# design 1

Design 1, metal 1:
Cells faint in the background.
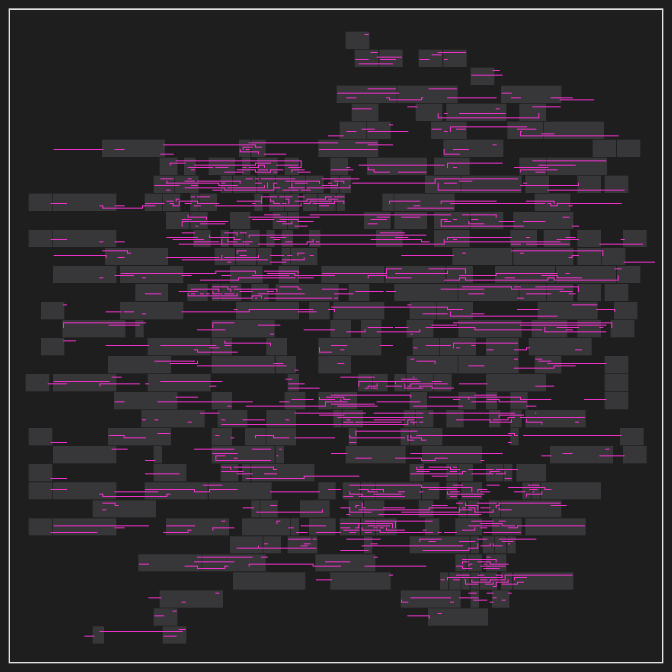
Design 1, the metal 2 layer:
Scale bar: 20 µm.
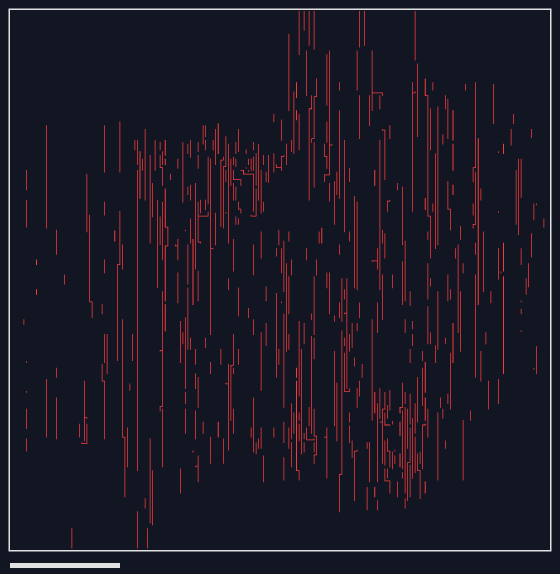
===== src/rtl/seg_pkg.sv =====
// ============================================================================
// Module   : seg_pkg
// Desc     : Shared seven-segment codes, FSM state type and decode helpers.
// Revision : 1.0 - initial release
// ============================================================================
`default_nettype none

package seg_pkg;

   // Active-low patterns, bit 6 = g ... bit 0 = a
   localparam logic [6:0] SEG_0     = 7'h40;
   localparam logic [6:0] SEG_1     = 7'h79;
   localparam logic [6:0] SEG_2     = 7'h24;
   localparam logic [6:0] SEG_3     = 7'h30;
   localparam logic [6:0] SEG_4     = 7'h19;
   localparam logic [6:0] SEG_5     = 7'h12;
   localparam logic [6:0] SEG_6     = 7'h02;
   localparam logic [6:0] SEG_7     = 7'h78;
   localparam logic [6:0] SEG_8     = 7'h00;
   localparam logic [6:0] SEG_9     = 7'h10;
   localparam logic [6:0] SEG_A     = 7'h08;
   localparam logic [6:0] SEG_B     = 7'h03;
   localparam logic [6:0] SEG_C     = 7'h46;
   localparam logic [6:0] SEG_D     = 7'h21;
   localparam logic [6:0] SEG_E     = 7'h06;
   localparam logic [6:0] SEG_F     = 7'h0E;
   localparam logic [6:0] SEG_BLANK = 7'h7F;

   typedef enum logic [1:0] {
      IDLE  = 2'd0,
      COUNT = 2'd1,
      HELD  = 2'd2
   } state_t;

   typedef struct packed {
      logic       err;
      logic       blank;
      logic [3:0] nibble;
   } seg_dec_t;

   function automatic seg_dec_t seg_decode(input logic [6:0] pat);
      seg_dec_t d;
      d.err    = 1'b0;
      d.blank  = 1'b0;
      d.nibble = 4'h0;
      case (pat)
         SEG_0:     d.nibble = 4'h0;
         SEG_1:     d.nibble = 4'h1;
         SEG_2:     d.nibble = 4'h2;
         SEG_3:     d.nibble = 4'h3;
         SEG_4:     d.nibble = 4'h4;
         SEG_5:     d.nibble = 4'h5;
         SEG_6:     d.nibble = 4'h6;
         SEG_7:     d.nibble = 4'h7;
         SEG_8:     d.nibble = 4'h8;
         SEG_9:     d.nibble = 4'h9;
         SEG_A:     d.nibble = 4'hA;
         SEG_B:     d.nibble = 4'hB;
         SEG_C:     d.nibble = 4'hC;
         SEG_D:     d.nibble = 4'hD;
         SEG_E:     d.nibble = 4'hE;
         SEG_F:     d.nibble = 4'hF;
         SEG_BLANK: d.blank  = 1'b1;
         default:   d.err    = 1'b1;
      endcase
      return d;
   endfunction

   // Encoder-side mapping, kept beside the decoder so both use one table
   function automatic logic [6:0] seg_encode(input logic [3:0] nib);
      logic [6:0] p;
      case (nib)
         4'h0:    p = SEG_0;
         4'h1:    p = SEG_1;
         4'h2:    p = SEG_2;
         4'h3:    p = SEG_3;
         4'h4:    p = SEG_4;
         4'h5:    p = SEG_5;
         4'h6:    p = SEG_6;
         4'h7:    p = SEG_7;
         4'h8:    p = SEG_8;
         4'h9:    p = SEG_9;
         4'hA:    p = SEG_A;
         4'hB:    p = SEG_B;
         4'hC:    p = SEG_C;
         4'hD:    p = SEG_D;
         4'hE:    p = SEG_E;
         default: p = SEG_F;
      endcase
      return p;
   endfunction

   function automatic logic an_sel_ok(input logic [3:0] an);
      return $onehot(~an);
   endfunction

   function automatic logic [1:0] an_sel_idx(input logic [3:0] an);
      logic [1:0] idx;
      case (an)
         4'b1110: idx = 2'd0;
         4'b1101: idx = 2'd1;
         4'b1011: idx = 2'd2;
         4'b0111: idx = 2'd3;
         default: idx = 2'd0;
      endcase
      return idx;
   endfunction

endpackage

`default_nettype wire


===== src/rtl/seg_sync.sv =====
// ============================================================================
// Module   : seg_sync
// Desc     : Two-flop synchronizer, resets to all-ones (idle display bus).
// Revision : 1.0 - initial release
// ============================================================================
`default_nettype none

module seg_sync #(
   parameter int WIDTH = 1
) (
   input  logic             clk,
   input  logic             rst_n,
   input  logic [WIDTH-1:0] i_d,
   output logic [WIDTH-1:0] o_q
);

   logic [WIDTH-1:0] r_meta;
   logic [WIDTH-1:0] r_sync;

   always_ff @(posedge clk or negedge rst_n) begin
      if (!rst_n) begin
         r_meta <= '1;
         r_sync <= '1;
      end else begin
         r_meta <= i_d;
         r_sync <= r_meta;
      end
   end

   assign o_q = r_sync;

endmodule

`default_nettype wire


===== src/rtl/hex_segment_reader.sv =====
// ============================================================================
// Module   : hex_segment_reader
// Desc     : Recovers hex nibbles from a multiplexed 4-digit active-low
//            seven-segment bus after a stability window.
// Options  : HEX_SEGMENT_READER_DP_EN adds dp input and dps output.
// Revision : 1.0 - initial release
// ============================================================================
`default_nettype none

module hex_segment_reader
   import seg_pkg::*;
#(
   parameter int STABLE_CYCLES = 4
) (
   input  logic        clk,
   input  logic        rst_n,
   input  logic [6:0]  seg,
   input  logic [3:0]  an,
`ifdef HEX_SEGMENT_READER_DP_EN
   input  logic        dp,
   output logic [3:0]  dps,
`endif
   output logic [15:0] digits,
   output logic [3:0]  blank,
   output logic [3:0]  err,
   output logic        upd,
   output logic [1:0]  upd_idx
);

   // Out-of-range settings are clamped to the legal 1..255 window
   localparam int         c_stable_i = (STABLE_CYCLES < 1)   ? 1   :
                                       (STABLE_CYCLES > 255) ? 255 : STABLE_CYCLES;
   localparam logic [7:0] c_stable   = 8'(c_stable_i);

`ifdef HEX_SEGMENT_READER_DP_EN
   localparam int c_sw = 12;
   logic [c_sw-1:0] w_raw;
   assign w_raw = {an, dp, seg};
`else
   localparam int c_sw = 11;
   logic [c_sw-1:0] w_raw;
   assign w_raw = {an, seg};
`endif

   logic [c_sw-1:0] w_s;
   logic [3:0]      w_an_s;
   logic [6:0]      w_seg_s;

   seg_sync #(
      .WIDTH (c_sw)
   ) u_sync (
      .clk   (clk),
      .rst_n (rst_n),
      .i_d   (w_raw),
      .o_q   (w_s)
   );

   assign w_an_s  = w_s[c_sw-1 -: 4];
   assign w_seg_s = w_s[6:0];

   state_t          r_state;
   state_t          w_state_nxt;
   logic [7:0]      r_cnt;
   logic [7:0]      w_cnt_nxt;
   logic [c_sw-1:0] r_last;
   logic            w_same;
   logic            w_sel;
   logic            w_cap;

   assign w_same = (w_s == r_last);
   assign w_sel  = an_sel_ok(w_an_s);

   always_ff @(posedge clk or negedge rst_n) begin
      if (!rst_n) begin
         r_state <= IDLE;
         r_cnt   <= 8'd0;
         r_last  <= '1;
      end else begin
         r_state <= w_state_nxt;
         r_cnt   <= w_cnt_nxt;
         r_last  <= w_s;
      end
   end

   always_comb begin
      w_state_nxt = r_state;
      w_cnt_nxt   = r_cnt;
      w_cap       = 1'b0;
      case (r_state)
         IDLE: begin
            w_cnt_nxt = 8'd0;
            if (w_sel) begin
               w_state_nxt = COUNT;
               w_cnt_nxt   = 8'd1;
            end
         end
         COUNT: begin
            if (!w_sel) begin
               w_state_nxt = IDLE;
               w_cnt_nxt   = 8'd0;
            end else if (!w_same) begin
               w_cnt_nxt   = 8'd1;
            end else if (r_cnt >= c_stable) begin
               // Window complete: cnt stays saturated while the digit is held
               w_cap       = 1'b1;
               w_state_nxt = HELD;
               w_cnt_nxt   = c_stable;
            end else begin
               w_cnt_nxt   = r_cnt + 8'd1;
            end
         end
         HELD: begin
            if (!w_same) begin
               if (w_sel) begin
                  w_state_nxt = COUNT;
                  w_cnt_nxt   = 8'd1;
               end else begin
                  w_state_nxt = IDLE;
                  w_cnt_nxt   = 8'd0;
               end
            end
         end
         default: begin
            w_state_nxt = IDLE;
            w_cnt_nxt   = 8'd0;
         end
      endcase
   end

   seg_dec_t   w_dec;
   logic [1:0] w_idx;

   assign w_dec = seg_decode(w_seg_s);
   assign w_idx = an_sel_idx(w_an_s);

   logic [15:0] r_digits;
   logic [3:0]  r_blank;
   logic [3:0]  r_err;
   logic        r_upd;
   logic [1:0]  r_upd_idx;

   always_ff @(posedge clk or negedge rst_n) begin
      if (!rst_n) begin
         r_digits  <= 16'h0000;
         r_blank   <= 4'hF;
         r_err     <= 4'h0;
         r_upd     <= 1'b0;
         r_upd_idx <= 2'd0;
      end else begin
         r_upd <= w_cap;
         if (w_cap) begin
            r_upd_idx <= w_idx;
            for (int i = 0; i < 4; i++) begin
               if (w_idx == 2'(i)) begin
                  r_digits[4*i +: 4] <= w_dec.nibble;
                  r_blank[i]         <= w_dec.blank;
                  r_err[i]           <= w_dec.err;
               end
            end
         end
      end
   end

`ifdef HEX_SEGMENT_READER_DP_EN
   logic [3:0] r_dps;

   always_ff @(posedge clk or negedge rst_n) begin
      if (!rst_n) begin
         r_dps <= 4'h0;
      end else if (w_cap) begin
         for (int i = 0; i < 4; i++) begin
            if (w_idx == 2'(i)) begin
               r_dps[i] <= ~w_s[7];
            end
         end
      end
   end

   assign dps = r_dps;
`endif

   assign digits  = r_digits;
   assign blank   = r_blank;
   assign err     = r_err;
   assign upd     = r_upd;
   assign upd_idx = r_upd_idx;

endmodule

`default_nettype wire


===== config.mk =====
export PLATFORM = sky130hd
export DESIGN_NAME = hex_segment_reader
export DESIGN_NICKNAME = d
export VERILOG_FILES = /design/src/rtl/seg_pkg.sv /design/src/rtl/seg_sync.sv /design/src/rtl/hex_segment_reader.sv
export SDC_FILE = /design/constraint.sdc
export NUM_CORES = 1
export LEC_CHECK = 0
export CAP_MARGIN = 10
export CORE_MARGIN = 2
export CORE_UTILIZATION = 35
export CTS_BUF_LIST = sky130_fd_sc_hd__clkbuf_8
export CTS_CLUSTER_SIZE = 24
export DETAILED_ROUTE_END_ITERATION = 16
export SKIP_LAST_GASP = 1
export SYNTH_ARGS = -nofsm -noshare
export SYNTH_HDL_FRONTEND = slang
export SYNTH_SLANG_ARGS = --single-unit

===== constraint.sdc =====
create_clock -name clk -period 3.3 [get_ports clk]
set_input_delay 0.495 -clock clk [delete_from_list [all_inputs] [get_ports clk]]
set_output_delay 0.495 -clock clk [all_outputs]
set_load 0.02 [all_outputs]

==> out/qor.txt <==
CP Class - reg -> reg
Max stage delay on crit path - 520 ps
I/O Pins - 40
Post-synth EDFFs - 0
Rel. slew slack - 56.5%
Nonclk buf count - 48
Util after Layout - 44.3%
Dpl cells - 383
GR Layer Usage met3 - 5.01%
Clock latency on the worst-skew pair - 350 ps
Pin count of the biggest net entering global routing - 43
Clock Sink Count - 70
Measured slew at the worst slew-check pin - 652 ps
Post-placement cell area - 0.00365 mm²
Core area - 0.00868 mm²
Pre-Repair DR Iteration Count - 4
Logic share of the area - 32.0%
Psw - 411 µW
Largest cell class - flip-flops and latches
Top cells excl fill/tap - clkdlybuf4s50_1, dfstp_2, dfrtp_1, xor2_1
Status - complete, no violations
About 'metal 1' of design 1:
nets with wire on the layer	263
share of all routed wire	48%
main direction	horizontal
longest straight run	28.1 µm
wire length on this layer	2710 µm

About 'the metal 2 layer' of design 1:
share of all routed wire	45%
nets with wire on the layer	262
wire length on this layer	2570 µm
longest straight run	54.7 µm


# design 2

<file path="config.mk">
export PLATFORM = sky130hd
export DESIGN_NAME = simeck_key_schedule
export DESIGN_NICKNAME = d
export VERILOG_FILES = /design/src/rtl/simeck_pkg.sv /design/src/rtl/simeck_round_f.sv /design/src/rtl/simeck_key_schedule.sv
export SDC_FILE = /design/constraint.sdc
export NUM_CORES = 1
export LEC_CHECK = 0
export CORE_MARGIN = 10
export CORE_UTILIZATION = 24
export CTS_CLUSTER_SIZE = 20
export DETAILED_ROUTE_END_ITERATION = 6
export PLACE_DENSITY_LB_ADDON = 0.3
export SLEW_MARGIN = 10
export SYNTH_ARGS = -nofsm -noshare
export SYNTH_HDL_FRONTEND = slang
export SYNTH_HIERARCHICAL = 1
export SYNTH_SLANG_ARGS = --single-unit
</file>
<file path="constraint.sdc">
create_clock -name clk -period 5 [get_ports clk]
set_clock_uncertainty 0.05 [all_clocks]
set_input_delay 0.5 -clock clk [delete_from_list [all_inputs] [get_ports clk]]
set_output_delay 0.5 -clock clk [all_outputs]
set_load 0.01 [all_outputs]
</file>
<file path="src/rtl/simeck_pkg.sv">
// Shared definitions for the Simeck32/64 key schedule and datapath:
// default word width, round constant, FSM states and the round function f.
package simeck_pkg;

    localparam int DEF_WORD_W = 16;

    // Round constant C = 2^n - 4.
    localparam logic [DEF_WORD_W-1:0] DEF_C = 16'hFFFC;

    typedef enum logic [1:0] {
        IDLE  = 2'd0,
        PRIME = 2'd1,
        RUN   = 2'd2,
        DONE  = 2'd3
    } ks_state_t;

    // Left rotate in DEF_WORD_W bits.
    function automatic logic [DEF_WORD_W-1:0] rotl(input logic [DEF_WORD_W-1:0] x,
                                                   input int r);
        return (x << r) | (x >> (DEF_WORD_W - r));
    endfunction

    // f(x) = (x & rotl(x,5)) ^ rotl(x,1) for the default word width.
    function automatic logic [DEF_WORD_W-1:0] round_f(input logic [DEF_WORD_W-1:0] x);
        return (x & rotl(x, 5)) ^ rotl(x, 1);
    endfunction

endpackage

</file>
<file path="src/rtl/simeck_round_f.sv">
// Combinational Simeck round function f(x) = (x & rotl(x,ROT_A)) ^ rotl(x,ROT_B).
// Shared by the key schedule and the encrypt/decrypt datapath.
module simeck_round_f #(
    parameter int WORD_W = 16,
    parameter int ROT_A  = 5,
    parameter int ROT_B  = 1
) (
    input  logic [WORD_W-1:0] x,
    output logic [WORD_W-1:0] y
);

    logic [WORD_W-1:0] rot_a;
    logic [WORD_W-1:0] rot_b;

    assign rot_a = (x << ROT_A) | (x >> (WORD_W - ROT_A));
    assign rot_b = (x << ROT_B) | (x >> (WORD_W - ROT_B));
    assign y     = (x & rot_a) ^ rot_b;

endmodule

</file>
<file path="src/rtl/simeck_key_schedule.sv">
// Simeck32/64 round-key generator. Loads a master key, primes the external
// z-sequence LFSR for one cycle, then streams NUM_ROUNDS round keys on
// consecutive cycles followed by a one-cycle done pulse.
// Optional macro SIMECK_KS_KEY_ZEROIZE_EN: clear the key registers in DONE and
// force rk_out to zero whenever no round key is valid.
module simeck_key_schedule
    import simeck_pkg::*;
#(
    parameter int WORD_W     = DEF_WORD_W,
    parameter int NUM_ROUNDS = 32,
    parameter int ROT_A      = 5,
    parameter int ROT_B      = 1
) (
    input  logic              clk,
    input  logic              reset,
    input  logic              start,
    input  logic [4*WORD_W-1:0] key_in,
    output logic              start_ready,
    output logic              lfsr_set,
    input  logic              z_in,
    output logic              rk_valid,
    output logic [WORD_W-1:0] rk_out,
    output logic [4:0]        rk_idx,
    output logic              done
);

    localparam logic [WORD_W-1:0] C          = ~WORD_W'(3);
    localparam logic [4:0]        LAST_ROUND = 5'(NUM_ROUNDS - 1);

    ks_state_t         state;
    ks_state_t         state_next;
    logic [WORD_W-1:0] k0, t0, t1, t2;
    logic [WORD_W-1:0] f_t0;
    logic [4:0]        rnd;

    simeck_round_f #(
        .WORD_W (WORD_W),
        .ROT_A  (ROT_A),
        .ROT_B  (ROT_B)
    ) u_round_f (
        .x (t0),
        .y (f_t0)
    );

    // State register.
    // NOTE: sequential state uses non-blocking assignments so every register
    // samples pre-edge values, independent of block evaluation order.
    always_ff @(posedge clk or negedge reset) begin
        if (!reset) state <= IDLE;
        else        state <= state_next;
    end

    // Next-state logic; busy-time start requests are simply dropped.
    // NOTE: state_next gets its default first so no path leaves it unassigned
    // and no latch is inferred.
    always_comb begin
        state_next = state;
        case (state)
            IDLE:    if (start) state_next = PRIME;
            PRIME:   state_next = RUN;
            RUN:     if (rnd == LAST_ROUND) state_next = DONE;
            DONE:    state_next = IDLE;
            default: state_next = IDLE;
        endcase
    end

    // Key-word shift register and round counter.
    always_ff @(posedge clk or negedge reset) begin
        if (!reset) begin
            k0  <= '0;
            t0  <= '0;
            t1  <= '0;
            t2  <= '0;
            rnd <= '0;
        end else begin
            case (state)
                IDLE: if (start) begin
                    k0  <= key_in[WORD_W-1:0];
                    t0  <= key_in[2*WORD_W-1:WORD_W];
                    t1  <= key_in[3*WORD_W-1:2*WORD_W];
                    t2  <= key_in[4*WORD_W-1:3*WORD_W];
                    rnd <= '0;
                end
                RUN: begin
                    k0 <= t0;
                    t0 <= t1;
                    t1 <= t2;
                    t2 <= k0 ^ f_t0 ^ C ^ {{(WORD_W-1){1'b0}}, z_in};
                    if (rnd != LAST_ROUND) rnd <= rnd + 5'd1;
                end
`ifdef SIMECK_KS_KEY_ZEROIZE_EN
                DONE: begin
                    k0 <= '0;
                    t0 <= '0;
                    t1 <= '0;
                    t2 <= '0;
                end
`endif
                default: ;
            endcase
        end
    end

`ifdef SIMECK_KS_KEY_ZEROIZE_EN
    assign rk_out = (state == RUN) ? k0 : '0;
`else
    logic [WORD_W-1:0] rk_hold;

    // Remember the most recent round key so rk_out holds it outside RUN.
    always_ff @(posedge clk or negedge reset) begin
        if (!reset)             rk_hold <= '0;
        else if (state == RUN)  rk_hold <= k0;
    end

    assign rk_out = (state == RUN) ? k0 : rk_hold;
`endif

    assign start_ready = (state == IDLE);
    assign lfsr_set    = (state == PRIME);
    assign rk_valid    = (state == RUN);
    assign done        = (state == DONE);
    assign rk_idx      = rnd;

endmodule

</file>
Design 2, metal 1:
Cells faint in the background.
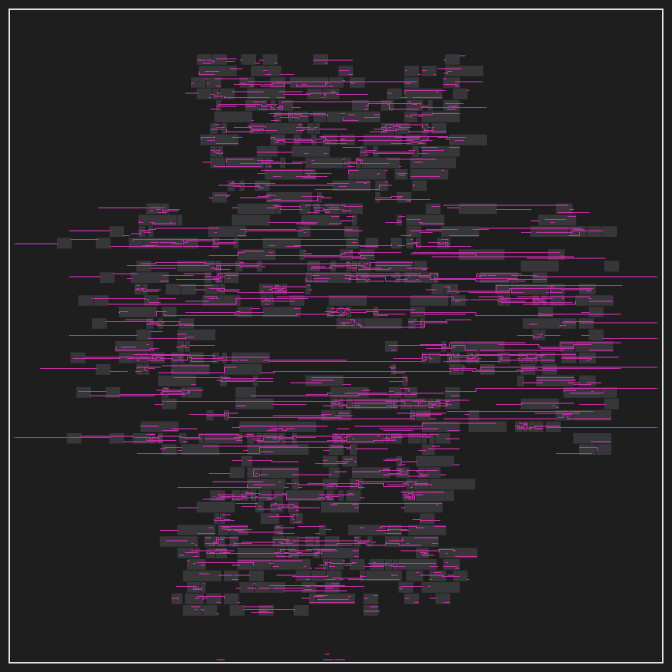
longest straight run	52.9 µm
share of all routed wire	47%
nets with wire on the layer	513
main direction	horizontal

==> out/qor.txt <==
Status - complete, no violations
WL met3 - 663 µm
Yosys xor share - 6.80%
Seq/total area - 37.2%
CTS tree - built
GRT overflow - 0
Met1 Track Usage GR - 13.5%
RSZ-0062 raised after global routing - no
Fin Setup TNS - 0 ps
WP buf/inv - 2
Ys cells - 409
DRC viols - 0
Endpoint class of the critical path - primary output
Mapped Area - 0.00434 mm²
Peak Freq - 319 MHz
Worst-path cell chain - inv_1 > ha_4 > mux2_2 > clkdlybuf4s50_1
Reg-to-reg startpoint - state[0]
Design 2, the metal 2 layer:
Scale bar: 50 µm.
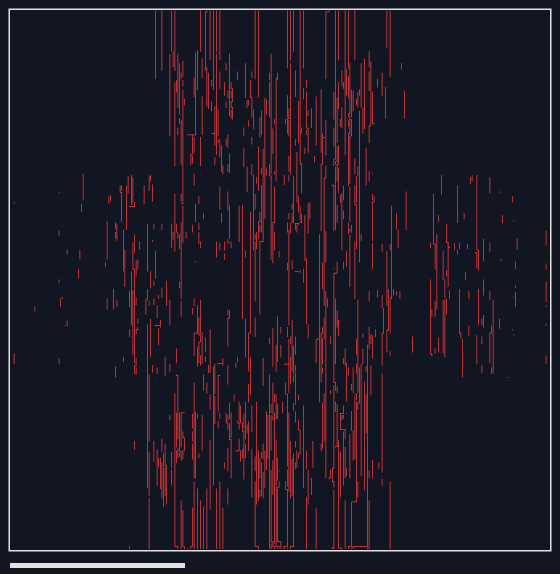
wire length on this layer	5650 µm
nets with wire on the layer	447
share of all routed wire	46%


# design 3

Design 3, metal 1:
Cells faint in the background.
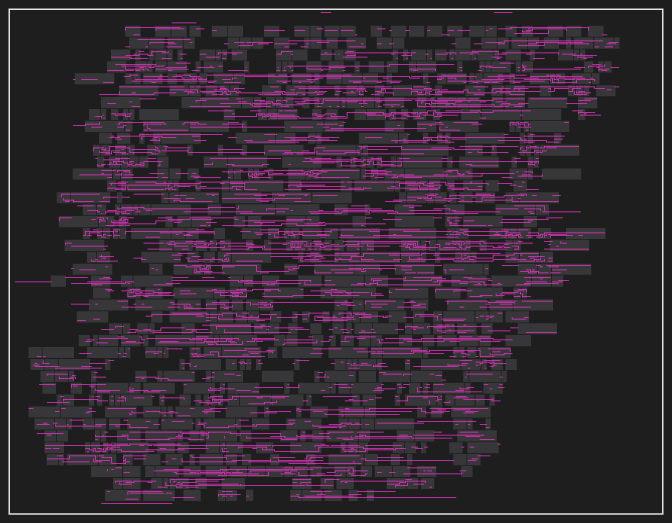
`src/rtl/energy_window_det.sv`:
```
// Windowed sum-of-squares energy detector with a hysteresis detect flag.
// Samples are squared, summed over 2^WIN_LOG2 accepted samples, and each window total is published.
module energy_window_det #(
    parameter int DATA_W   = 8,
    parameter int WIN_LOG2 = 4,
    parameter int ACC_W    = 2*DATA_W + WIN_LOG2
) (
    input  logic              clock,
    input  logic              rst_n,
    input  logic              clk_en,
    input  logic [DATA_W-1:0] data_in,
    input  logic [ACC_W-1:0]  thresh_hi,
    input  logic [ACC_W-1:0]  thresh_lo,
    output logic [ACC_W-1:0]  energy_out,
    output logic              energy_valid,
    output logic              detect
);

    typedef enum logic {IDLE = 1'b0, ACTIVE = 1'b1} state_t;

    logic signed [2*DATA_W-1:0] prod;
    logic [2*DATA_W-1:0]        sq_reg;
    logic                       sq_vld_reg;
    logic [ACC_W-1:0]           acc_reg;
    logic [WIN_LOG2-1:0]        cnt_reg;
    logic [ACC_W-1:0]           energy_reg;
    logic                       energy_valid_reg;
    logic [ACC_W-1:0]           acc_sum;
    logic                       win_last;
    state_t                     state_reg;
    state_t                     state_next;

    // The square of a DATA_W two's-complement value always fits as unsigned in 2*DATA_W bits.
    assign prod     = $signed(data_in) * $signed(data_in);
    assign acc_sum  = acc_reg + ACC_W'(sq_reg);
    assign win_last = &cnt_reg;

    always_ff @(posedge clock or negedge rst_n) begin
        if (!rst_n) begin
            sq_reg     <= '0;
            sq_vld_reg <= 1'b0;
        end else if (clk_en) begin
            sq_reg     <= prod;
            sq_vld_reg <= 1'b1;
        end
    end

    always_ff @(posedge clock or negedge rst_n) begin
        if (!rst_n) begin
            acc_reg    <= '0;
            cnt_reg    <= '0;
            energy_reg <= '0;
        end else if (clk_en && sq_vld_reg) begin
            cnt_reg <= cnt_reg + 1'b1;
            if (win_last) begin
                energy_reg <= acc_sum;
                acc_reg    <= '0;
            end else begin
                acc_reg <= acc_sum;
            end
        end
    end

    always_ff @(posedge clock or negedge rst_n) begin
        if (!rst_n) begin
            energy_valid_reg <= 1'b0;
        end else begin
            energy_valid_reg <= clk_en & sq_vld_reg & win_last;
        end
    end

    always_ff @(posedge clock or negedge rst_n) begin
        if (!rst_n) begin
            state_reg <= IDLE;
        end else begin
            state_reg <= state_next;
        end
    end

    // Only the threshold belonging to the current state is consulted.
    always_comb begin
        state_next = state_reg;
        if (energy_valid_reg) begin
            case (state_reg)
                IDLE:    if (energy_reg > thresh_hi) state_next = ACTIVE;
                ACTIVE:  if (energy_reg < thresh_lo) state_next = IDLE;
                default: state_next = IDLE;
            endcase
        end
    end

    assign energy_out   = energy_reg;
    assign energy_valid = energy_valid_reg;
    assign detect       = (state_reg == ACTIVE);

endmodule

```
`config.mk`:
```
export PLATFORM = sky130hd
export DESIGN_NAME = energy_window_det
export DESIGN_NICKNAME = d
export VERILOG_FILES = /design/src/rtl/energy_window_det.sv
export SDC_FILE = /design/constraint.sdc
export NUM_CORES = 1
export LEC_CHECK = 0
export CORE_AREA = 2 2 147 113
export CTS_BUF_LIST = sky130_fd_sc_hd__clkbuf_16
export DETAILED_ROUTE_END_ITERATION = 10
export DIE_AREA = 0 0 149 115
export MAX_ROUTING_LAYER = met4
export PLACE_DENSITY = 0.65
export SLEW_MARGIN = 20
export SYNTH_ARGS = -nofsm -noshare
export SYNTH_HDL_FRONTEND = slang
export SYNTH_SLANG_ARGS = --single-unit
```
`constraint.sdc`:
```
create_clock -name clock -period 2.8 [get_ports clock]
set_input_delay 0.28 -clock clock [delete_from_list [all_inputs] [get_ports clock]]
set_output_delay 0.28 -clock clock [all_outputs]
set_load 0.1 [all_outputs]
```
==> out/qor.txt <==
H-tree level count - 3
Clock Sink Count - 62
Worst Reg-to-Reg Cells - 8
Ys flops - 62
Total wire length - 14700 µm
Non-clock buffer share - 15.8%
Failing checks - hold timing, setup timing
Post-synth EDFFs - 0
Final worst setup slack - -1030 ps
Rel. slew slack - 54.1%
Comb pwr - 7110 µW
Endpoint class of the critical path - flip-flop
Synth top area share - 25.1%
Status - complete, but fails checks
CP Depth - 19
Period utilisation layout - 137%
WL/cell - 14.2 µm
HP Class - in -> async
I/O Pins - 73
Final setup fails - 11
# rows - 40
DP HPWL - 12000 µm
Mux share - 2.98%
Hold Vio Cnt, Final - 13
CP max-delay cell - fa_1
Met2 Resource Use GR - 29.8%
Worst hold slack - -11.3 ps
Tmin final - 3830 ps
Dpl cells - 1001
CP max FO - 4
About 'metal 1' of design 3:
longest straight run	37.7 µm
share of all routed wire	49%
nets with wire on the layer	937
wire length on this layer	7270 µm



==> screenshots <==
Met3 routing.
Plate I
Scale bar: 50 µm.
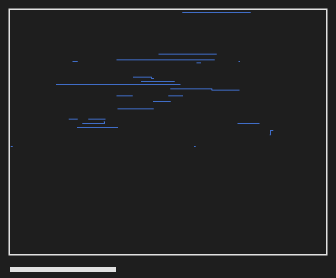
Plate II
Scale bar: 50 µm.
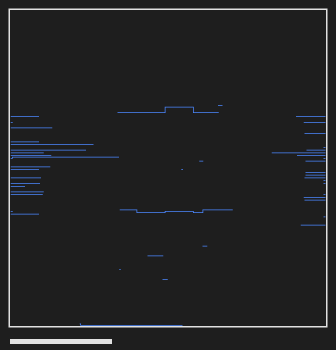
Plate III
Scale bar: 20 µm.
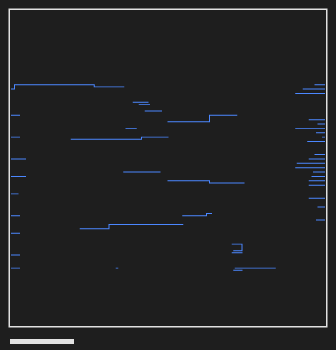
The one with the largest die is Plate II.
The one with the smallest die is Plate III.
| from | picture |
|---|---|
| design 1 | Plate III |
| design 3 | Plate I |
| design 2 | Plate II |

Key to Plate I:
wire length on this layer	322 µm
share of all routed wire	2.2%
longest straight run	58.4 µm
main direction	horizontal

Power and IR drop assume default switching activity.
